# trap_ctrl

trap_ctrl, met2 routing:
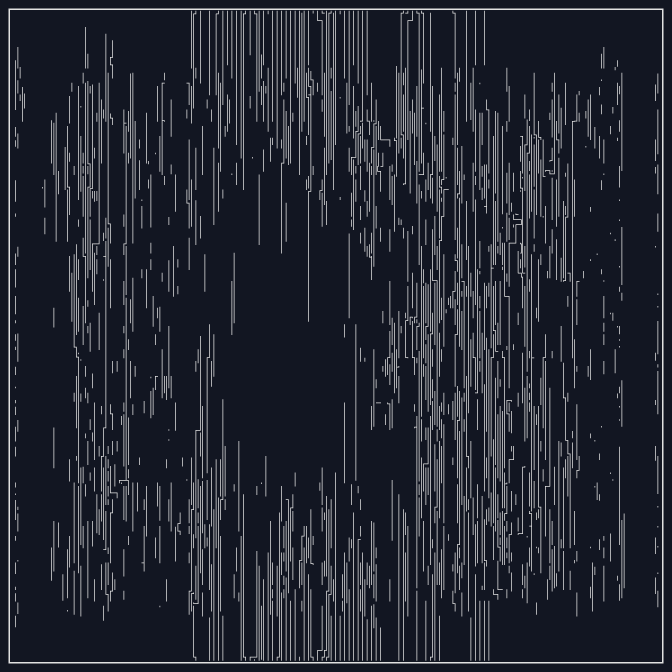

**src/rtl/trap_ctrl_pkg.sv**
```systemverilog
// Shared types and constants for the machine-mode trap controller.
package trap_ctrl_pkg;

   localparam logic [31:0] HARDCODED_MTVEC  = 32'h8000_0004;

   localparam logic [31:0] M_INSTR_MISALIGN = 32'd0;
   localparam logic [31:0] M_ILL_INSTR      = 32'd2;
   localparam logic [31:0] M_BREAKPOINT     = 32'd3;
   localparam logic [31:0] M_ECALL_M        = 32'd11;
   localparam logic [31:0] M_TIMER_INT      = 32'h8000_0007;
   localparam logic [31:0] M_EXT_INT        = 32'h8000_000B;

   typedef enum logic [1:0] {IDLE, SAVE, RESTORE, REDIRECT} trap_state_t;
   typedef enum logic [1:0] {EV_NONE, EV_TRAP, EV_MRET} trap_event_t;

endpackage

```
**src/rtl/trap_ctrl_cause_sel.sv**
```systemverilog
// Priority select among exception, external/timer interrupt and MRET at a commit boundary.
module trap_cause_sel
   import trap_ctrl_pkg::*;
#(
   parameter int XLEN = 32
) (
   input  logic            exc_valid_i,
   input  logic [XLEN-1:0] exc_cause_i,
   input  logic            meip_i,
   input  logic            meie_i,
   input  logic            mtip_i,
   input  logic            mtie_i,
   input  logic            mie_i,
   input  logic            mret_i,
   output trap_event_t     kind_o,
   output logic [XLEN-1:0] cause_o,
   output logic            is_int_o
);

   always_comb begin
      kind_o   = EV_NONE;
      cause_o  = '0;
      is_int_o = 1'b0;
      if (exc_valid_i) begin
         kind_o  = EV_TRAP;
         cause_o = exc_cause_i;
      end else if (meip_i && meie_i && mie_i) begin
         kind_o   = EV_TRAP;
         cause_o  = XLEN'(M_EXT_INT);
         is_int_o = 1'b1;
      end else if (mtip_i && mtie_i && mie_i) begin
         kind_o   = EV_TRAP;
         cause_o  = XLEN'(M_TIMER_INT);
         is_int_o = 1'b1;
      end else if (mret_i) begin
         kind_o = EV_MRET;
      end
   end

endmodule

```
**src/rtl/trap_ctrl.sv**
```systemverilog
// Trap entry / MRET sequencer: one CSR-write cycle, then one fetch-redirect cycle.
module trap_ctrl
   import trap_ctrl_pkg::*;
#(
   parameter int              XLEN  = 32,
   parameter logic [XLEN-1:0] MTVEC = XLEN'(HARDCODED_MTVEC)
) (
   input  logic            clk,
   input  logic            rst_n,
   input  logic            instr_valid_i,
   input  logic [XLEN-1:0] instr_pc_i,
   input  logic            exc_valid_i,
   input  logic [XLEN-1:0] exc_cause_i,
   input  logic [XLEN-1:0] exc_tval_i,
   input  logic            mret_i,
   input  logic            meip_i,
   input  logic            mtip_i,
   input  logic            mstatus_mie_i,
   input  logic            mstatus_mpie_i,
   input  logic            mie_meie_i,
   input  logic            mie_mtie_i,
   input  logic [XLEN-1:0] mepc_i,
   output logic            csr_we_o,
   output logic [XLEN-1:0] mepc_o,
   output logic [XLEN-1:0] mcause_o,
   output logic [XLEN-1:0] mtval_o,
   output logic            mstatus_mie_o,
   output logic            mstatus_mpie_o,
   output logic [1:0]      mstatus_mpp_o,
   output logic            stall_o,
   output logic            flush_o,
   output logic            redirect_valid_o,
   output logic [XLEN-1:0] redirect_pc_o
);

   trap_state_t     state_q;
   trap_event_t     kind;
   logic [XLEN-1:0] cause;
   logic            is_int;
   logic [XLEN-1:0] target_q;

   trap_cause_sel #(.XLEN(XLEN)) u_sel (
      .exc_valid_i (exc_valid_i),
      .exc_cause_i (exc_cause_i),
      .meip_i      (meip_i),
      .meie_i      (mie_meie_i),
      .mtip_i      (mtip_i),
      .mtie_i      (mie_mtie_i),
      .mie_i       (mstatus_mie_i),
      .mret_i      (mret_i),
      .kind_o      (kind),
      .cause_o     (cause),
      .is_int_o    (is_int)
   );

   assign mstatus_mpp_o = 2'b11;

   // Outputs are registered: each state's outputs are loaded on the edge that enters it.
   always_ff @(posedge clk) begin
      if (!rst_n) begin
         state_q          <= IDLE;
         target_q         <= '0;
         csr_we_o         <= 1'b0;
         mepc_o           <= '0;
         mcause_o         <= '0;
         mtval_o          <= '0;
         mstatus_mie_o    <= 1'b0;
         mstatus_mpie_o   <= 1'b0;
         stall_o          <= 1'b0;
         flush_o          <= 1'b0;
         redirect_valid_o <= 1'b0;
         redirect_pc_o    <= '0;
      end else begin
         csr_we_o         <= 1'b0;
         mepc_o           <= '0;
         mcause_o         <= '0;
         mtval_o          <= '0;
         mstatus_mie_o    <= 1'b0;
         mstatus_mpie_o   <= 1'b0;
         stall_o          <= 1'b0;
         flush_o          <= 1'b0;
         redirect_valid_o <= 1'b0;
         redirect_pc_o    <= '0;
         case (state_q)
            IDLE: begin
               if (instr_valid_i && kind == EV_TRAP) begin
                  state_q        <= SAVE;
                  target_q       <= MTVEC;
                  csr_we_o       <= 1'b1;
                  mepc_o         <= {instr_pc_i[XLEN-1:2], 2'b00};
                  mcause_o       <= cause;
                  mtval_o        <= is_int ? '0 : exc_tval_i;
                  mstatus_mpie_o <= mstatus_mie_i;
                  stall_o        <= 1'b1;
               end else if (instr_valid_i && kind == EV_MRET) begin
                  state_q        <= RESTORE;
                  target_q       <= mepc_i;
                  csr_we_o       <= 1'b1;
                  mepc_o         <= {mepc_i[XLEN-1:2], 2'b00};
                  mstatus_mie_o  <= mstatus_mpie_i;
                  mstatus_mpie_o <= 1'b1;
                  stall_o        <= 1'b1;
               end
            end
            SAVE, RESTORE: begin
               state_q          <= REDIRECT;
               stall_o          <= 1'b1;
               flush_o          <= 1'b1;
               redirect_valid_o <= 1'b1;
               redirect_pc_o    <= target_q;
            end
            default: state_q <= IDLE;
         endcase
      end
   end

endmodule

```
**config.mk**
```make
export PLATFORM = sky130hd
export DESIGN_NAME = trap_ctrl
export DESIGN_NICKNAME = d
export VERILOG_FILES = /design/src/rtl/trap_ctrl_pkg.sv /design/src/rtl/trap_ctrl_cause_sel.sv /design/src/rtl/trap_ctrl.sv
export SDC_FILE = /design/constraint.sdc
export NUM_CORES = 1
export LEC_CHECK = 0
export CAP_MARGIN = 20
export CORE_MARGIN = 8
export CORE_UTILIZATION = 40
export DETAILED_ROUTE_END_ITERATION = 10
export GPL_TIMING_DRIVEN = 0
export PLACE_DENSITY = 0.8
export SLEW_MARGIN = 20
export SYNTH_ARGS = -nofsm -noshare
export SYNTH_HDL_FRONTEND = slang
export SYNTH_HIERARCHICAL = 1
export SYNTH_SLANG_ARGS = --single-unit
```
**constraint.sdc**
```tcl
create_clock -name clk -period 2.35 [get_ports clk]
set_clock_uncertainty 0.15 [all_clocks]
set_input_delay 0.47 -clock clk [delete_from_list [all_inputs] [get_ports clk]]
set_output_delay 0.47 -clock clk [all_outputs]
set_load 0.005 [all_outputs]
```
# display_scan_controller

$ cat src/rtl/display_scan_controller.sv
// ---------------------------------------------------------------------------
// display_scan_controller
//
// Purpose:
//   Time-multiplexes one shared two-digit 7-segment decoder across the six
//   physical digits (HH:MM:SS) of the alarm clock. It selects time or alarm
//   as the source and snapshots the values once per frame, so digits never
//   tear. It scans the digits with a dark gap at the start of every slot
//   (anti-ghosting) and blinks the field currently being edited.
//
// Ports:
//   clk          in   1   system clock, rising edge
//   rst_n        in   1   asynchronous active-low reset
//   en           in   1   1 = scan, 0 = blank display and hold counters cleared
//   disp_mode    in   1   0 = time H/M/S, 1 = alarm H/M with seconds blank
//   edit_field   in   2   0 none, 1 hours, 2 minutes, 3 seconds (blinks)
//   time_h/m/s   in   7   current time, binary
//   alarm_h/m    in   7   alarm setting, binary
//   dec_in       out  7   value presented to the shared decoder
//   dec_out      in  14   decoder result, [13:7] tens, [6:0] ones
//   seg          out  7   segments a..g, active-high
//   dig_n        out  6   digit enables, active-low, [5]=H tens .. [0]=S ones
//   frame_start  out  1   one-cycle pulse in the LOAD cycle of slot 5
// ---------------------------------------------------------------------------
module display_scan_controller #(
    parameter int SCAN_DIV  = 1000,
    parameter int BLANK_CYC = 4,
    parameter int BLINK_DIV = 64
) (
    input  logic        clk,
    input  logic        rst_n,
    input  logic        en,
    input  logic        disp_mode,
    input  logic [1:0]  edit_field,
    input  logic [6:0]  time_h,
    input  logic [6:0]  time_m,
    input  logic [6:0]  time_s,
    input  logic [6:0]  alarm_h,
    input  logic [6:0]  alarm_m,
    output logic [6:0]  dec_in,
    input  logic [13:0] dec_out,
    output logic [6:0]  seg,
    output logic [5:0]  dig_n,
    output logic        frame_start
);

    localparam int CNT_W = (SCAN_DIV > 1) ? $clog2(SCAN_DIV) : 1;
    localparam int BLK_W = (BLINK_DIV > 1) ? $clog2(BLINK_DIV) : 1;

    localparam logic [CNT_W-1:0] CNT_LAST       = CNT_W'(SCAN_DIV - 1);
    localparam logic [CNT_W-1:0] CNT_BLANK_LAST = CNT_W'(BLANK_CYC - 1);
    localparam logic [CNT_W-1:0] CNT_ONE        = CNT_W'(1);
    localparam logic [BLK_W-1:0] BLINK_LAST     = BLK_W'(BLINK_DIV - 1);
    localparam logic [BLK_W-1:0] BLINK_ONE      = BLK_W'(1);

    typedef enum logic [1:0] {
        IDLE,
        LOAD,
        BLANK,
        SHOW
    } state_t;

    state_t           state_q,       state_d;
    logic [2:0]       slot_q,        slot_d;
    logic [CNT_W-1:0] slot_cnt_q,    slot_cnt_d;
    logic [BLK_W-1:0] frame_cnt_q,   frame_cnt_d;
    logic             blink_ph_q,    blink_ph_d;
    logic [6:0]       snap_h_q,      snap_h_d;
    logic [6:0]       snap_m_q,      snap_m_d;
    logic [6:0]       snap_s_q,      snap_s_d;
    logic             snap_mode_q,   snap_mode_d;
    logic [1:0]       snap_field_q,  snap_field_d;
    logic             snap_blink_q,  snap_blink_d;
    logic [6:0]       dec_in_q,      dec_in_d;
    logic [6:0]       seg_q,         seg_d;
    logic [5:0]       dig_n_q,       dig_n_d;
    logic             frame_start_q, frame_start_d;

    // Live source selection, only sampled at the frame boundary.
    logic [6:0] sel_h;
    logic [6:0] sel_m;
    logic [6:0] sel_s;
    logic [6:0] dec_half;

    assign sel_h    = disp_mode ? alarm_h : time_h;
    assign sel_m    = disp_mode ? alarm_m : time_m;
    assign sel_s    = disp_mode ? 7'd0    : time_s;
    // Odd slots are tens digits, even slots are ones digits.
    assign dec_half = slot_q[0] ? dec_out[13:7] : dec_out[6:0];

    // Which digit pair a slot belongs to, using edit_field encoding
    // (1 = hours, 2 = minutes, 3 = seconds).
    function automatic logic [1:0] pair_of(input logic [2:0] slot);
        if (slot >= 3'd4) begin
            pair_of = 2'd1;
        end else if (slot >= 3'd2) begin
            pair_of = 2'd2;
        end else begin
            pair_of = 2'd3;
        end
    endfunction

    // Digit-enable pattern for a slot. A suppressed slot keeps every
    // digit off for the whole slot; otherwise exactly one bit is low.
    function automatic logic [5:0] lit_mask(
        input logic [2:0] slot,
        input logic       mode,
        input logic [1:0] field,
        input logic       blink
    );
        logic off;
        off = (mode && (slot <= 3'd1)) ||
              (blink && (field != 2'd0) && (field == pair_of(slot)));
        lit_mask = off ? 6'h3F : ~(6'd1 << slot);
    endfunction

    // Next-state logic for the scan FSM, counters, snapshots and outputs.
    always_comb begin
        state_d       = state_q;
        slot_d        = slot_q;
        slot_cnt_d    = slot_cnt_q;
        frame_cnt_d   = frame_cnt_q;
        blink_ph_d    = blink_ph_q;
        snap_h_d      = snap_h_q;
        snap_m_d      = snap_m_q;
        snap_s_d      = snap_s_q;
        snap_mode_d   = snap_mode_q;
        snap_field_d  = snap_field_q;
        snap_blink_d  = snap_blink_q;
        dec_in_d      = dec_in_q;
        seg_d         = seg_q;
        dig_n_d       = dig_n_q;
        frame_start_d = 1'b0;

        if (!en) begin
            state_d     = IDLE;
            slot_d      = 3'd5;
            slot_cnt_d  = '0;
            frame_cnt_d = '0;
            blink_ph_d  = 1'b0;
            dec_in_d    = 7'd0;
            seg_d       = 7'd0;
            dig_n_d     = 6'h3F;
        end else begin
            case (state_q)
                IDLE: begin
                    state_d       = LOAD;
                    slot_d        = 3'd5;
                    slot_cnt_d    = '0;
                    frame_start_d = 1'b1;
                end

                LOAD: begin
                    slot_cnt_d = CNT_ONE;
                    if (slot_q == 3'd5) begin
                        // The frame uses the blink phase from before this
                        // boundary's update, so the first frame after enable
                        // counts toward a full lit half-period.
                        snap_h_d     = sel_h;
                        snap_m_d     = sel_m;
                        snap_s_d     = sel_s;
                        snap_mode_d  = disp_mode;
                        snap_field_d = edit_field;
                        snap_blink_d = blink_ph_q;
                        if (frame_cnt_q == BLINK_LAST) begin
                            frame_cnt_d = '0;
                            blink_ph_d  = ~blink_ph_q;
                        end else begin
                            frame_cnt_d = frame_cnt_q + BLINK_ONE;
                        end
                        dec_in_d = sel_h;
                    end else if (slot_q == 3'd4) begin
                        dec_in_d = snap_h_q;
                    end else if (slot_q >= 3'd2) begin
                        dec_in_d = snap_m_q;
                    end else begin
                        dec_in_d = snap_s_q;
                    end
                    if (BLANK_CYC == 1) begin
                        state_d = SHOW;
                        dig_n_d = lit_mask(slot_q, snap_mode_d, snap_field_d,
                                           snap_blink_d);
                    end else begin
                        state_d = BLANK;
                    end
                end

                BLANK: begin
                    seg_d      = dec_half;
                    slot_cnt_d = slot_cnt_q + CNT_ONE;
                    if (slot_cnt_q == CNT_BLANK_LAST) begin
                        state_d = SHOW;
                        dig_n_d = lit_mask(slot_q, snap_mode_q, snap_field_q,
                                           snap_blink_q);
                    end
                end

                SHOW: begin
                    // With no BLANK cycles the decoder result is only
                    // ready one cycle into SHOW, so latch it there.
                    if ((BLANK_CYC == 1) && (slot_cnt_q == CNT_ONE)) begin
                        seg_d = dec_half;
                    end
                    if (slot_cnt_q == CNT_LAST) begin
                        slot_cnt_d    = '0;
                        dig_n_d       = 6'h3F;
                        state_d       = LOAD;
                        slot_d        = (slot_q == 3'd0) ? 3'd5 : slot_q - 3'd1;
                        frame_start_d = (slot_q == 3'd0);
                    end else begin
                        slot_cnt_d = slot_cnt_q + CNT_ONE;
                    end
                end

                default: begin
                    state_d = IDLE;
                    dig_n_d = 6'h3F;
                end
            endcase
        end
    end

    // All state and registered outputs, cleared asynchronously.
    always_ff @(posedge clk or negedge rst_n) begin
        if (!rst_n) begin
            state_q       <= IDLE;
            slot_q        <= 3'd5;
            slot_cnt_q    <= '0;
            frame_cnt_q   <= '0;
            blink_ph_q    <= 1'b0;
            snap_h_q      <= 7'd0;
            snap_m_q      <= 7'd0;
            snap_s_q      <= 7'd0;
            snap_mode_q   <= 1'b0;
            snap_field_q  <= 2'd0;
            snap_blink_q  <= 1'b0;
            dec_in_q      <= 7'd0;
            seg_q         <= 7'd0;
            dig_n_q       <= 6'h3F;
            frame_start_q <= 1'b0;
        end else begin
            state_q       <= state_d;
            slot_q        <= slot_d;
            slot_cnt_q    <= slot_cnt_d;
            frame_cnt_q   <= frame_cnt_d;
            blink_ph_q    <= blink_ph_d;
            snap_h_q      <= snap_h_d;
            snap_m_q      <= snap_m_d;
            snap_s_q      <= snap_s_d;
            snap_mode_q   <= snap_mode_d;
            snap_field_q  <= snap_field_d;
            snap_blink_q  <= snap_blink_d;
            dec_in_q      <= dec_in_d;
            seg_q         <= seg_d;
            dig_n_q       <= dig_n_d;
            frame_start_q <= frame_start_d;
        end
    end

    assign dec_in      = dec_in_q;
    assign seg         = seg_q;
    assign dig_n       = dig_n_q;
    assign frame_start = frame_start_q;

endmodule
$ cat config.mk
export PLATFORM = sky130hd
export DESIGN_NAME = display_scan_controller
export DESIGN_NICKNAME = d
export VERILOG_FILES = /design/src/rtl/display_scan_controller.sv
export SDC_FILE = /design/constraint.sdc
export NUM_CORES = 1
export LEC_CHECK = 0
export CAP_MARGIN = 20
export CORE_MARGIN = 2
export CORE_UTILIZATION = 45
export CTS_BUF_LIST = sky130_fd_sc_hd__clkbuf_4 sky130_fd_sc_hd__clkbuf_8
export CTS_CLUSTER_DIAMETER = 200
export DETAILED_ROUTE_END_ITERATION = 16
export DONT_BUFFER_PORTS = 1
export MAX_ROUTING_LAYER = met4
export PLACE_DENSITY = 0.71
export SLEW_MARGIN = 20
export SYNTH_ARGS = -nofsm -noshare
export SYNTH_HDL_FRONTEND = slang
export SYNTH_SLANG_ARGS = --single-unit
$ cat constraint.sdc
create_clock -name clk -period 2.5 [get_ports clk]
set_clock_uncertainty 0.1 [all_clocks]
set_input_delay 0.5 -clock clk [delete_from_list [all_inputs] [get_ports clk]]
set_output_delay 0.5 -clock clk [all_outputs]
set_load 0.02 [all_outputs]
# dbus_req_ctrl

[src/rtl/dbus_req_ctrl.sv]
// dbus_req_ctrl: data-bus request controller for the memory stage.
// Accepts one load/store per instruction, registers and holds the bus request
// until dreq_valid & dresp_addr_ok & dresp_data_ok, then returns aligned and
// extended load data. Misaligned or illegal-size accesses are reported with a
// one-cycle misalign pulse and never reach the bus. A flush while the access
// is outstanding drains it silently.
//
// Ports:
//   clk, reset (async, active-low)
//   req_*     : load/store decode from the memory stage
//   flush     : squash the current instruction
//   dreq_*    : registered bus request, held stable while outstanding
//   dresp_*   : bus handshake and raw load doubleword
//   resp_*    : one-cycle completion pulse with extended load data
//   misalign  : one-cycle pulse for rejected accesses
//   stall     : hold the memory stage and upstream
module dbus_req_ctrl #(
    parameter int XLEN   = 64,
    parameter int STRB_W = 8
) (
    input  logic              clk,
    input  logic              reset,
    input  logic              req_valid,
    input  logic              req_write,
    input  logic [XLEN-1:0]   req_addr,
    input  logic [2:0]        req_size,
    input  logic              req_zeroext,
    input  logic [XLEN-1:0]   req_wdata,
    input  logic              flush,
    output logic              dreq_valid,
    output logic [XLEN-1:0]   dreq_addr,
    output logic [2:0]        dreq_size,
    output logic [STRB_W-1:0] dreq_strobe,
    output logic [XLEN-1:0]   dreq_data,
    input  logic              dresp_addr_ok,
    input  logic              dresp_data_ok,
    input  logic [XLEN-1:0]   dresp_data,
    output logic              resp_valid,
    output logic [XLEN-1:0]   resp_rdata,
    output logic              misalign,
    output logic              stall
);

    localparam int OFF_W = $clog2(STRB_W);

    localparam logic [1:0] S_IDLE  = 2'd0;
    localparam logic [1:0] S_REQ   = 2'd1;
    localparam logic [1:0] S_DRAIN = 2'd2;
    localparam logic [1:0] S_DONE  = 2'd3;

    logic [1:0]        state, state_nxt;
    logic [XLEN-1:0]   addr_q;
    logic [2:0]        size_q;
    logic              zx_q;
    logic              wr_q;
    logic [STRB_W-1:0] strb_q;
    logic [XLEN-1:0]   wdat_q;
    logic [XLEN-1:0]   rdata_q;
    logic              issued_q;   // DONE reached through a bus access (else misaligned)

    logic [OFF_W-1:0]  req_off;
    logic              req_misal;
    logic              accept;
    logic              outstanding;
    logic              hs;

    function automatic logic is_misaligned(input logic [2:0] size, input logic [OFF_W-1:0] off);
        case (size)
            3'd0:    is_misaligned = 1'b0;
            3'd1:    is_misaligned = off[0];
            3'd2:    is_misaligned = |off[1:0];
            3'd3:    is_misaligned = |off;
            default: is_misaligned = 1'b1;
        endcase
    endfunction

    function automatic logic [STRB_W-1:0] make_strobe(input logic [2:0] size, input logic [OFF_W-1:0] off);
        logic [STRB_W-1:0] base;
        case (size)
            3'd0:    base = STRB_W'(8'h01);
            3'd1:    base = STRB_W'(8'h03);
            3'd2:    base = STRB_W'(8'h0F);
            default: base = STRB_W'(8'hFF);
        endcase
        make_strobe = base << off;
    endfunction

    // Bring the addressed lane down to bit 0, keep the access width, extend.
    function automatic logic [XLEN-1:0] extend_load(input logic [XLEN-1:0] raw,
                                                    input logic [2:0] size,
                                                    input logic [OFF_W-1:0] off,
                                                    input logic zx);
        logic [XLEN-1:0] sh;
        sh = raw >> {off, 3'b000};
        case (size)
            3'd0:    extend_load = {{(XLEN-8){~zx & sh[7]}},   sh[7:0]};
            3'd1:    extend_load = {{(XLEN-16){~zx & sh[15]}}, sh[15:0]};
            3'd2:    extend_load = {{(XLEN-32){~zx & sh[31]}}, sh[31:0]};
            default: extend_load = sh;
        endcase
    endfunction

    assign req_off     = req_addr[OFF_W-1:0];
    assign req_misal   = is_misaligned(req_size, req_off);
    assign accept      = (state == S_IDLE) && req_valid && !flush;
    assign outstanding = (state == S_REQ) || (state == S_DRAIN);
    assign hs          = outstanding && dresp_addr_ok && dresp_data_ok;

    always_comb begin
        state_nxt = state;
        case (state)
            S_IDLE:  if (accept) state_nxt = req_misal ? S_DONE : S_REQ;
            S_REQ: begin
                // A flush coinciding with the handshake has nothing left to drain.
                if (hs)         state_nxt = flush ? S_IDLE : S_DONE;
                else if (flush) state_nxt = S_DRAIN;
            end
            S_DRAIN: if (hs) state_nxt = S_IDLE;
            default: state_nxt = S_IDLE;
        endcase
    end

    always_ff @(posedge clk or negedge reset) begin
        if (!reset) begin
            state    <= S_IDLE;
            addr_q   <= '0;
            size_q   <= '0;
            zx_q     <= 1'b0;
            wr_q     <= 1'b0;
            strb_q   <= '0;
            wdat_q   <= '0;
            rdata_q  <= '0;
            issued_q <= 1'b0;
        end else begin
            state <= state_nxt;
            if (accept) begin
                issued_q <= !req_misal;
                if (!req_misal) begin
                    addr_q <= req_addr;
                    size_q <= req_size;
                    zx_q   <= req_zeroext;
                    wr_q   <= req_write;
                    strb_q <= req_write ? make_strobe(req_size, req_off) : '0;
                    wdat_q <= req_wdata << {req_off, 3'b000};
                end
            end
            if ((state == S_REQ) && hs)
                rdata_q <= wr_q ? '0 : extend_load(dresp_data, size_q, addr_q[OFF_W-1:0], zx_q);
        end
    end

    assign dreq_valid  = outstanding;
    assign dreq_addr   = addr_q;
    assign dreq_size   = size_q;
    assign dreq_strobe = strb_q;
    assign dreq_data   = wdat_q;

    assign resp_valid  = (state == S_DONE) && issued_q && !flush;
    assign resp_rdata  = resp_valid ? rdata_q : '0;
    assign misalign    = (state == S_DONE) && !issued_q && !flush;

    // Gated by reset so every output reads 0 while reset is held.
    assign stall       = reset && (outstanding || accept);

endmodule

[config.mk]
export PLATFORM = sky130hd
export DESIGN_NAME = dbus_req_ctrl
export DESIGN_NICKNAME = d
export VERILOG_FILES = /design/src/rtl/dbus_req_ctrl.sv
export SDC_FILE = /design/constraint.sdc
export NUM_CORES = 1
export LEC_CHECK = 0
export ABC_AREA = 0
export CAP_MARGIN = 0
export CELL_PAD_IN_SITES_DETAIL_PLACEMENT = 0
export CELL_PAD_IN_SITES_GLOBAL_PLACEMENT = 1
export CORE_MARGIN = 2
export CORE_UTILIZATION = 47
export DETAILED_ROUTE_END_ITERATION = 10
export DONT_BUFFER_PORTS = 1
export GPL_TIMING_DRIVEN = 0
export MAX_ROUTING_LAYER = met4
export PLACE_DENSITY = 0.8
export REMOVE_ABC_BUFFERS = 1
export SLEW_MARGIN = 0
export SYNTH_ARGS = -nofsm -noshare
export SYNTH_HDL_FRONTEND = slang
export SYNTH_SLANG_ARGS = --single-unit
[constraint.sdc]
create_clock -name clk -period 2.6 [get_ports clk]
set_input_delay 0.39 -clock clk [delete_from_list [all_inputs] [get_ports clk]]
set_output_delay 0.39 -clock clk [all_outputs]
set_load 0.01 [all_outputs]
# ram_weights_pingpong_ctrl

<file path="src/rtl/ram_weights_pingpong_ctrl.sv">
// ram_weights_pingpong_ctrl
//   Ping-pong sequencer for two single-port weight RAM banks. A DMA stream
//   fills one bank while the other bank is replayed to the PE array.
//   Each stored block is replayed s_repeats times (0 counts as 1).
//   RAM read latency is tracked by a valid/last shift register. Under
//   downstream backpressure the read bank and that shift register both
//   freeze, so each word leaves exactly once.
//
// Ports
//   clk, rstn      clock, asynchronous active-low reset
//   s_data/s_valid/s_ready/s_last/s_repeats
//                  write stream from the DMA; s_repeats is taken on the
//                  first beat of a block
//   ram_en/ram_we/ram_addr/ram_di/ram_dout
//                  per-bank RAM port. Bank b uses bit b and slice
//                  [b*W +: W] of each bus.
//   m_data/m_valid/m_ready/m_last
//                  weight stream to the PE array; m_last marks the final
//                  word of the final replay
//   busy           per-bank occupied flag
module ram_weights_pingpong_ctrl #(
    parameter int DEPTH      = 512,
    parameter int WIDTH      = 64,
    parameter int LATENCY    = 3,
    parameter int REP_BITS   = 8,
    parameter int ADDR_WIDTH = $clog2(DEPTH)
) (
    input  logic                    clk,
    input  logic                    rstn,
    input  logic [WIDTH-1:0]        s_data,
    input  logic                    s_valid,
    output logic                    s_ready,
    input  logic                    s_last,
    input  logic [REP_BITS-1:0]     s_repeats,
    output logic [1:0]              ram_en,
    output logic [1:0]              ram_we,
    output logic [2*ADDR_WIDTH-1:0] ram_addr,
    output logic [2*WIDTH-1:0]      ram_di,
    input  logic [2*WIDTH-1:0]      ram_dout,
    output logic [WIDTH-1:0]        m_data,
    output logic                    m_valid,
    input  logic                    m_ready,
    output logic                    m_last,
    output logic [1:0]              busy
);

    typedef enum logic [1:0] {EMPTY, FILL, FULL, READ} bank_state_t;

    localparam logic [ADDR_WIDTH:0] LAST_ADDR = (ADDR_WIDTH+1)'(DEPTH-1);

    bank_state_t             state_q [2];
    bank_state_t             state_d [2];
    logic                    run_q;
    logic                    wr_ptr_q;
    logic                    rd_ptr_q;
    logic [ADDR_WIDTH:0]     wcnt_q;
    logic [ADDR_WIDTH:0]     raddr_q;
    logic [REP_BITS-1:0]     rep_q;
    logic                    issue_done_q;
    logic [ADDR_WIDTH:0]     count_q [2];
    logic [REP_BITS-1:0]     reps_q [2];
    logic [LATENCY-1:0]      vld_p;
    logic [LATENCY-1:0]      last_p;

    logic                    wr_acc;
    logic                    wr_first;
    logic                    wr_end;
    logic                    stall;
    logic                    issue;
    logic                    rd_wrap;
    logic                    rd_final;
    logic                    rd_done;
    logic [REP_BITS-1:0]     rd_reps;
    logic [1:0]              rd_start;

    // run_q keeps s_ready low while in reset, so every output reads 0 there.
    assign s_ready  = run_q && (state_q[wr_ptr_q] == EMPTY || state_q[wr_ptr_q] == FILL);
    assign wr_acc   = s_valid && s_ready;
    assign wr_first = wr_acc && (state_q[wr_ptr_q] == EMPTY);
    assign wr_end   = wr_acc && (s_last || wcnt_q == LAST_ADDR);

    assign m_valid  = vld_p[LATENCY-1];
    assign m_last   = last_p[LATENCY-1];
    assign m_data   = !m_valid ? '0 :
                      (rd_ptr_q ? ram_dout[2*WIDTH-1:WIDTH] : ram_dout[WIDTH-1:0]);

    assign stall    = m_valid && !m_ready;
    assign rd_done  = m_valid && m_ready && m_last;
    assign rd_reps  = (reps_q[rd_ptr_q] == '0) ? REP_BITS'(1) : reps_q[rd_ptr_q];
    assign rd_wrap  = (raddr_q == count_q[rd_ptr_q] - 1'b1);
    assign rd_final = rd_wrap && (rep_q == rd_reps - 1'b1);
    assign issue    = (state_q[rd_ptr_q] == READ) && !issue_done_q && !stall;

    // Bank FSMs. A FULL bank starts reading when the reader already points at
    // it, or when the other bank hands off its last word this very cycle,
    // which keeps the gap between back-to-back blocks at LATENCY cycles.
    always_comb begin
        state_d  = state_q;
        rd_start = '0;
        for (int b = 0; b < 2; b++) begin
            rd_start[b] = (state_q[b] == FULL) && ((rd_ptr_q == 1'(b)) || rd_done);
            case (state_q[b])
                EMPTY: if (wr_acc && wr_ptr_q == 1'(b)) state_d[b] = wr_end ? FULL : FILL;
                FILL:  if (wr_end && wr_ptr_q == 1'(b)) state_d[b] = FULL;
                FULL:  if (rd_start[b]) state_d[b] = READ;
                READ:  if (rd_done && rd_ptr_q == 1'(b)) state_d[b] = EMPTY;
                default: state_d[b] = EMPTY;
            endcase
        end
    end

    // RAM port drive. The read bank stays enabled through the drain cycles
    // so its output pipeline keeps pace with vld_p.
    always_comb begin
        ram_en   = '0;
        ram_we   = '0;
        ram_addr = '0;
        ram_di   = '0;
        busy     = '0;
        for (int b = 0; b < 2; b++) begin
            busy[b] = (state_q[b] != EMPTY);
            if (wr_acc && wr_ptr_q == 1'(b)) begin
                ram_en[b]                               = 1'b1;
                ram_we[b]                               = 1'b1;
                ram_addr[b*ADDR_WIDTH +: ADDR_WIDTH]    = wcnt_q[ADDR_WIDTH-1:0];
                ram_di[b*WIDTH +: WIDTH]                = s_data;
            end else if (state_q[b] == READ) begin
                ram_en[b]                               = !stall;
                ram_addr[b*ADDR_WIDTH +: ADDR_WIDTH]    = raddr_q[ADDR_WIDTH-1:0];
            end
        end
    end

    always_ff @(posedge clk or negedge rstn) begin
        if (!rstn) begin
            state_q[0]   <= EMPTY;
            state_q[1]   <= EMPTY;
            run_q        <= 1'b0;
            wr_ptr_q     <= 1'b0;
            rd_ptr_q     <= 1'b0;
            wcnt_q       <= '0;
            raddr_q      <= '0;
            rep_q        <= '0;
            issue_done_q <= 1'b0;
            vld_p        <= '0;
            last_p       <= '0;
        end else begin
            state_q <= state_d;
            run_q   <= 1'b1;

            if (wr_acc) begin
                if (wr_end) begin
                    wcnt_q   <= '0;
                    wr_ptr_q <= !wr_ptr_q;
                end else begin
                    wcnt_q   <= wcnt_q + 1'b1;
                end
            end

            if (rd_done) rd_ptr_q <= !rd_ptr_q;

            if (|rd_start) begin
                raddr_q      <= '0;
                rep_q        <= '0;
                issue_done_q <= 1'b0;
            end else if (issue) begin
                if (rd_final) begin
                    issue_done_q <= 1'b1;
                end else if (rd_wrap) begin
                    raddr_q <= '0;
                    rep_q   <= rep_q + 1'b1;
                end else begin
                    raddr_q <= raddr_q + 1'b1;
                end
            end

            // Read pipe: stage i mirrors the bank's output register i.
            if (!stall) begin
                vld_p[0]  <= issue;
                last_p[0] <= issue && rd_final;
                for (int i = 1; i < LATENCY; i++) begin
                    vld_p[i]  <= vld_p[i-1];
                    last_p[i] <= last_p[i-1];
                end
            end
        end
    end

    // Block descriptors; always written before the bank can be read.
    always_ff @(posedge clk) begin
        if (wr_first) reps_q[wr_ptr_q]  <= s_repeats;
        if (wr_end)   count_q[wr_ptr_q] <= wcnt_q + 1'b1;
    end

endmodule

</file>
<file path="config.mk">
export PLATFORM = sky130hd
export DESIGN_NAME = ram_weights_pingpong_ctrl
export DESIGN_NICKNAME = d
export VERILOG_FILES = /design/src/rtl/ram_weights_pingpong_ctrl.sv
export SDC_FILE = /design/constraint.sdc
export NUM_CORES = 1
export LEC_CHECK = 0
export ABC_AREA = 1
export CORE_AREA = 2 2 167 169
export CTS_CLUSTER_DIAMETER = 200
export DETAILED_ROUTE_END_ITERATION = 7
export DIE_AREA = 0 0 169 171
export PLACE_DENSITY_LB_ADDON = 0.08
export SETUP_SLACK_MARGIN = 0.1
export SYNTH_ARGS = -nofsm -noshare
export SYNTH_HDL_FRONTEND = slang
export SYNTH_SLANG_ARGS = --single-unit
</file>
<file path="constraint.sdc">
create_clock -name clk -period 6.92 [get_ports clk]
set_input_delay 1.384 -clock clk [delete_from_list [all_inputs] [get_ports clk]]
set_output_delay 1.384 -clock clk [all_outputs]
set_load 0.02 [all_outputs]
</file>
ram_weights_pingpong_ctrl, met2 routing:
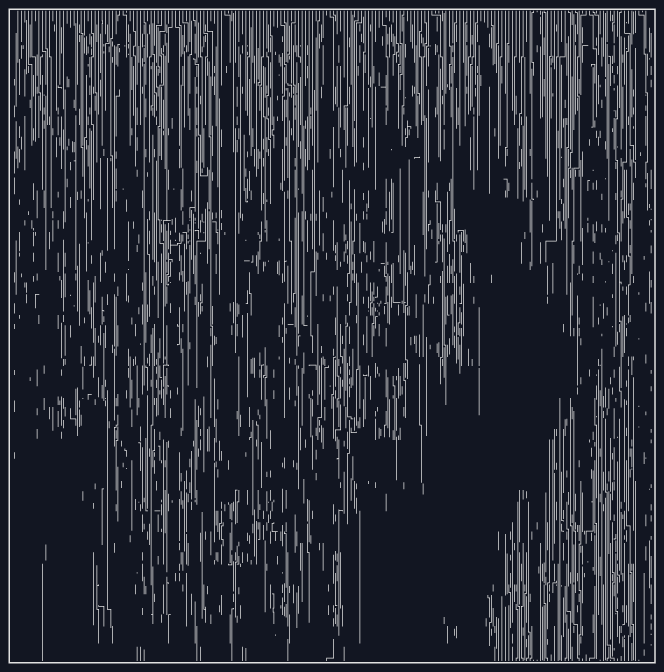
- main direction: vertical
- wire length on this layer: 15800 microns
- share of all routed wire: 47%
- nets with wire on the layer: 1304
- longest straight run: 84.1 microns
overall routed net length: 33500 microns
vias: 8328
global routing met2 resource utilization: 0.371

==> run notes, ram_weights_pingpong_ctrl <==
• **outcome** completed
• **area share of buffers outside the clock network** 0.369
• **htree depth** 3
• **final total power** 2.96 mW
• **antenna violation net count after detailed routing** 0
• **clock buffer count from CTS** 9
• **final setup margin** 1.89 ns
• **instance count of the mapped netlist** 1108
• **initial antenna violation count** 12
• **Post-Synth XOR/XNOR Area** 0.0396
• **arrival time at the worst endpoint** 3.65 ns
• **power density over the cells** 256 nW/um^2
• **dominant synthesized flop cell** dfrtp_1
• **most numerous logic cells after layout** clkdlybuf4s50_1 (422), nor2_1 (311), nand2_1 (186)
• **maximum buffer depth of the clock tree** 2
• **post-synthesis to final-layout area growth** 69.3%
• **final period demand of the worst path** 5.03 ns
• **biggest cell category by area in the final layout** non-clock buffers
• **number of stages on the worst setup path** 8
• **simple-gate share of the synthesized area** 0.381
• **clock buffer count in the final layout** 12
• **clk latency of the worst-skew pair** 0.35 ns
• **top-level I/O count** 424
• **via count of the first global-routing pass** 7680
[ram_weights_pingpong_ctrl: metal layers]
metal / vias up / track usage / routed length [microns]
met3: 58 / 0.0851 / 3110
met1: 3756 / 0.264 / 13900
met2: 309 / 0.371 / 15800
li1: 4183 / - / -
met5: - / 0 / 149
met4: 22 / 0.0554 / 629
[ram_weights_pingpong_ctrl: report_power, final]
part	internal [mW]	total (mW)	switching, mW	leakage [nW]
combinational	0.735	1.78	1.04	4.18
clock	0.279	0.465	0.187	0.138
sequential	0.574	0.719	0.145	0.887
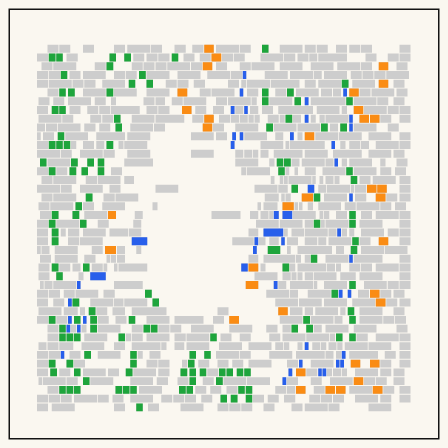
trap_ctrl: selected gate families
- orange: AND-OR and OR-AND gates (cells 36)
- green: AND and OR gates (cells 128; where spread over the die)
- blue: NAND gates (cells 47)
Post-Layout Cell Count: 991
logic share of the area: 0.214

Notes on 'met2 routing' of trap_ctrl above:
- main direction: vertical
- longest straight run: 52.4 microns
- nets with wire on the layer: 827
vias: 4722
global routing met2 resource utilization: 0.347
overall routed net length: 17700 microns

==> run notes, trap_ctrl <==
• **outcome** completed
• **Seq group** 3.04 mW
• **Min-Delay Path Depth** 1
• **total number of warnings across the stage logs** 29
• **endpoints failing hold** 0
• **proportion of power drawn by flip-flops and latches** 0.405
• **relative area of clock buffers and inverters in the final design** 0.0724
• **area share of buffers outside the clock network** 0.325
• **setup violators final** 0
• **sort of element at the end of the critical path** register
• **final setup margin** 0.0713 ns
• **Final Wtd Congestion** 0.762
• **layout inverter count without the clock tree** 6
• **post-synthesis to final-layout area growth** 66.4%
• **clock transition at the registers of the reported paths** 0.07 ns
• **sequential cells** 165
• **Setup Total Neg Slack** 0 ns
• **reg-to-reg critical path startpoint** state_q[0]
• **series of cell instances along the critical path** clkdlybuf4s50_1, a22oi_2, o211a_1, clkbuf_4, nand2b_4, nor2_4, buf_12, buf_2, a22o_1
• **number of buffers added to fix hold violations after cts** 0
• **clock buffer count from CTS** 17
trap_ctrl: logic make-up (layout without fill, tap and decap cells):
group                    after synthesis  after routing  share of synthesized area
XOR/XNOR                               1              1                    0.00297
buffers and inverters                 49            352                     0.0459
other                                  2              4                    0.00137
adder cells (fa/ha/maj)                2              2                    0.00456
flip-flops                           165            165                      0.602
AND-OR/OR-AND                        110            110                      0.146
AND/OR/NAND/NOR                      181            181                      0.197
trap_ctrl: metal layers:
layer,GRT usage,share of wire
met1,0.186,0.36
met2,0.347,0.50
met3,0.112,0.12
met4,0.0713,0.017
met5,0,0
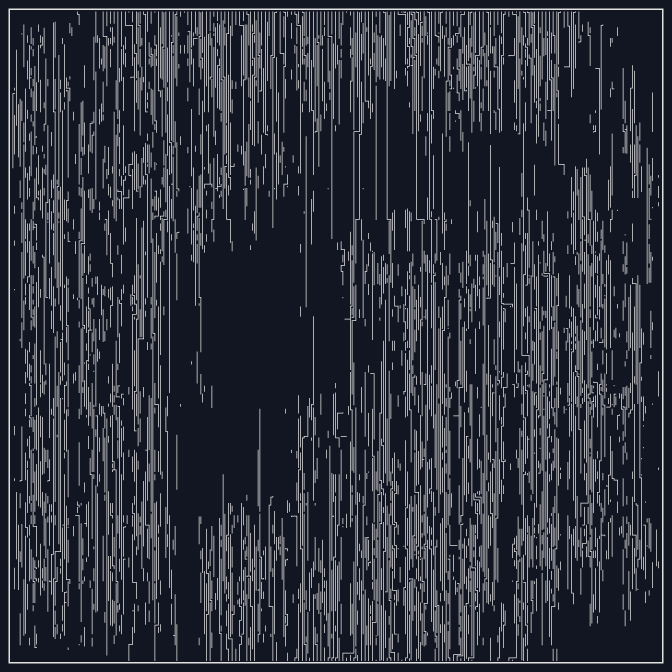
dbus_req_ctrl: met2 routing
- wire length on this layer: 18900 microns
- nets with wire on the layer: 1257
- main direction: vertical
- longest straight run: 80.2 microns
global routing met2 resource utilization: 0.474
overall routed net length: 38800 microns
vias: 10200

==> run notes, dbus_req_ctrl <==
• **final hold slack** -0.437 ns
• **number of unique standard cell types used by synthesis** 58
• **simple-gate share of the synthesized area** 0.199
• **Post CTS Setup Buffer Count** 5
• **post-synthesis to final-layout area growth** 15.5%
• **switching component of the power** 5.59 mW
• **arrival time at the worst endpoint** 2.95 ns
• **sequential share of cell area** 0.382
• **outcome** finished, violations left
• **total number of warnings across the stage logs** 34
• **most used standard cells in the synthesized netlist** nand2_1 (373), dfrtp_1 (208), mux2i_1 (109)
• **total met3 wirelength after detailed routing** 4310 microns
• **violated checks** hold timing
• **utilization after layout** 0.547
• **sum of overflow across all layers after global routing** 0
• **Logic Gate Count** 977
• **met1 track demand over resource in global routing** 0.348
• **Setup Total Neg Slack** 0 ns
• **first-pass GRT wire length** 58700 microns
• **Final Wtd Congestion** 0.875
• **most numerous logic cells after layout** nand2_1 (373), dfrtp_1 (205), mux2i_1 (109)
• **most common cell in the synthesized netlist** nand2_1
• **Yosys Instances** 1304
• **met3 layer usage reported by global route** 0.0940
• **dominant synthesized flop cell** dfrtp_1
• **endpoints failing hold** 208
• **maximum ir drop on the vdd rail** 0.573 mV
• **layout net count** 1519
-- dbus_req_ctrl: worst paths after layout --
kind / startpoint / to
min in group clk: req_addr[31] / dreq_addr[31]
setup reg to reg: dreq_addr[2] / rdata_q[63]
setup / recovery: dreq_addr[2] / rdata_q[63]
hold / removal: reset / dreq_addr[3]
hold reg to reg: rdata_q[59] / rdata_q[59]
max in group asynchronous: reset / dreq_data[20]
-- dbus_req_ctrl: registers in the layout, indices dropped and copies added, names as in the netlist --
signal,flops
dreq_addr,64
dreq_data,64
dreq_size,3
dreq_strobe,8
issued_q,1
rdata_q,64
state,2
wr_q,1
zx_q,1
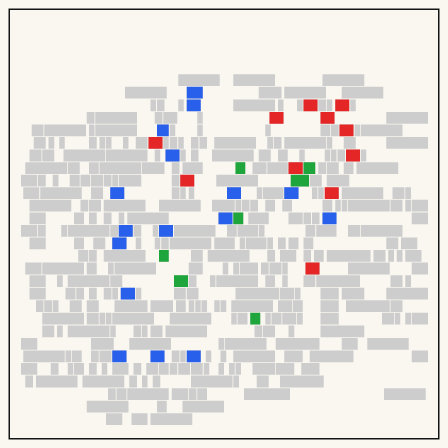
display_scan_controller: selected gate families
- red: XOR/XNOR gates (cells 11)
- green: AND and OR gates (cells 7; where center)
- blue: AND-OR and OR-AND gates (cells 16)
Top cell excl fill/tap: dfrtp_1
Post-Layout Cell Count: 472

==> run notes, display_scan_controller <==
• **outcome** completed
• **count of standard-cell rows** 32
• **endpoint of the worst hold-timing path** slot_q[0]
• **most used standard cells in the synthesized netlist** dfrtp_1 (60), nand2_1 (55), nor2_1 (27)
• **floorplan utilization** 0.461
• **vias per cell** 5.57
• **chip area from the yosys synthesis statistics** 3540 sq um
• **register ranked first by flip-flop count** slot_cnt_q
• **Area after DPL** 3640 sq um
• **classification of the worst-slack hold path** in2reg
• **part of the total power dissipated in combinational logic** 0.232
• **maximum frequency from static timing analysis** 472 MHz
• **post-cts gate resize count** 0
• **global routing met2 resource utilization** 0.294
• **Min-Delay Path Depth** 1
• **reg-to-reg critical path startpoint** slot_cnt_q[0]
• **required time of the worst setup path** 2.61 ns
• **number of clock sinks seen by CTS** 68
• **startpoint of the most critical setup path** slot_cnt_q[0]
• **maximum ir drop on the vdd rail** 0.407 mV
• **sequential-to-total area share from yosys stat** 0.483
• **met1 track demand over resource in global routing** 0.228
• **crit start category** register
• **clk latency of the worst-skew pair** 0.35 ns
• **share of the synthesized area in the top cell type** 0.424
• **layout net count** 426
• **Yosys Instances** 367
• **final hold slack** 0.136 ns
• **Final Wtd Congestion** 0.830
• **Seq group** 1.72 mW
[display_scan_controller: cell type report]
cell class,instances,share of cell area
clock buffers,16,0.0458
flip-flops and latches,68,0.444
repair buffers,10,0.0286
multi-input cells,268,0.441
well taps,102,0.0331
inverters,8,0.00779
[display_scan_controller: through the flow]
step                      worst slack [ns]   util
after floorplan                      0.467      -
after global placement               0.429  0.473
after detailed placement             0.364  0.473
after CTS                            0.350  0.501
after global routing                 0.235  0.501
final                                0.382  0.501


==> gallery <==
Metal layers overlaid.
picture 1
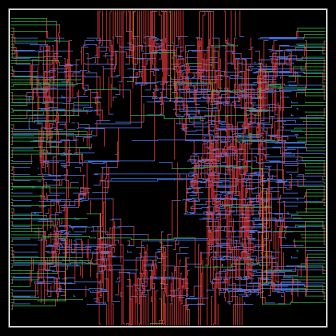
picture 2
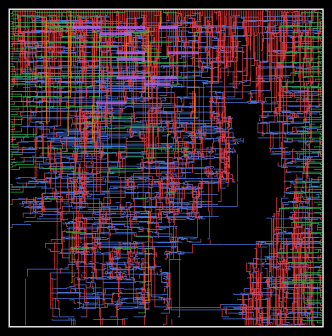
picture 3
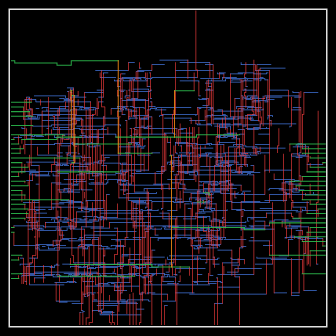
picture 4
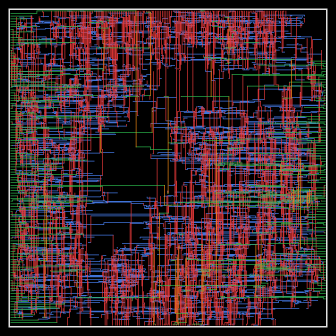
- most wire: picture 4
- least wire: picture 3
display_scan_controller is picture 3.
ram_weights_pingpong_ctrl is picture 2.
dbus_req_ctrl is picture 4.
trap_ctrl is picture 1.

Key to picture 4:
- orange: metal 4 (wire length 965 microns)
- green: metal 3 (wire length 4310 microns)
- blue: metal 1 (wire length 14600 microns)
- red: metal 2 (wire length 18900 microns)


## Gallery

Cell density map.
(a)
The die is cut into 17 by 17 equal tiles; white is low, dark blue is high, 0 to 100% covered.
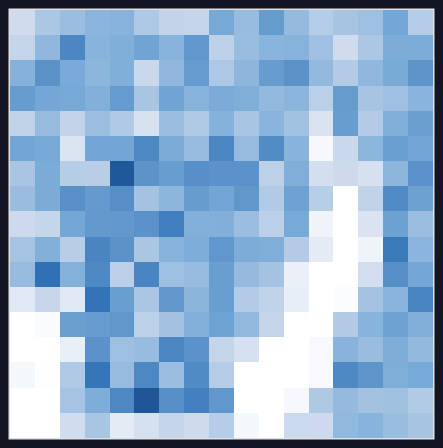
(b)
The die is cut into 13 by 13 equal tiles; white is low, dark blue is high, 0 to 100% covered.
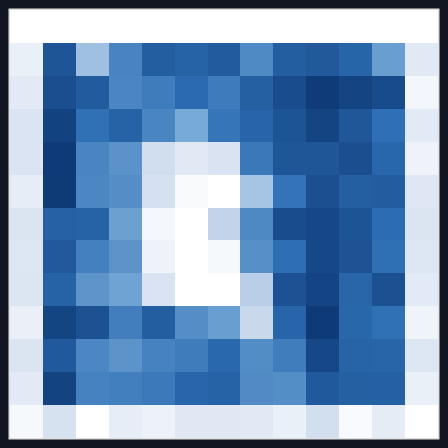
(c)
The die is cut into 16 by 16 equal tiles; white is low, dark blue is high, 0 to 100% covered.
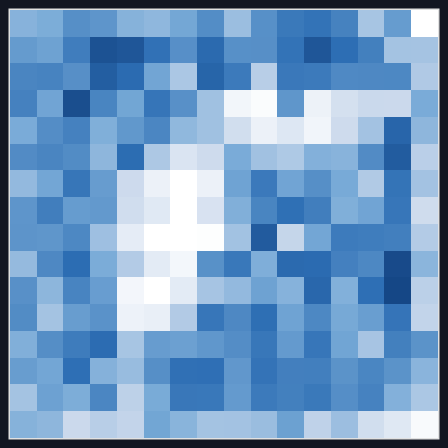
(d)
The die is cut into 9 by 9 equal tiles; white is low, dark blue is high, 0 to 100% covered.
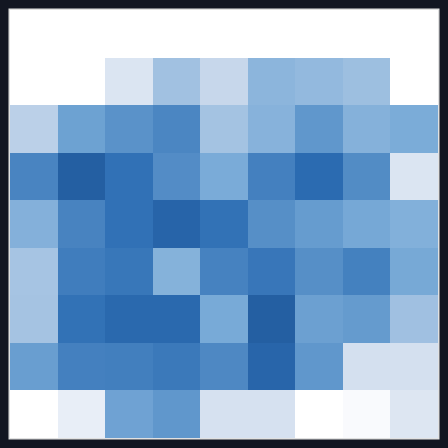
trap_ctrl: (b)
dbus_req_ctrl: (c)
ram_weights_pingpong_ctrl: (a)
display_scan_controller: (d)
Of these, highest utilization: (b)
Of these, lowest utilization: (a)

Key to (d):
- emptiest ninth of the die: upper left
- tiles over 75% full: 8.6%
- fullest tile: 81%

Power figures rest on the tool's default switching activity, not on a simulated workload.
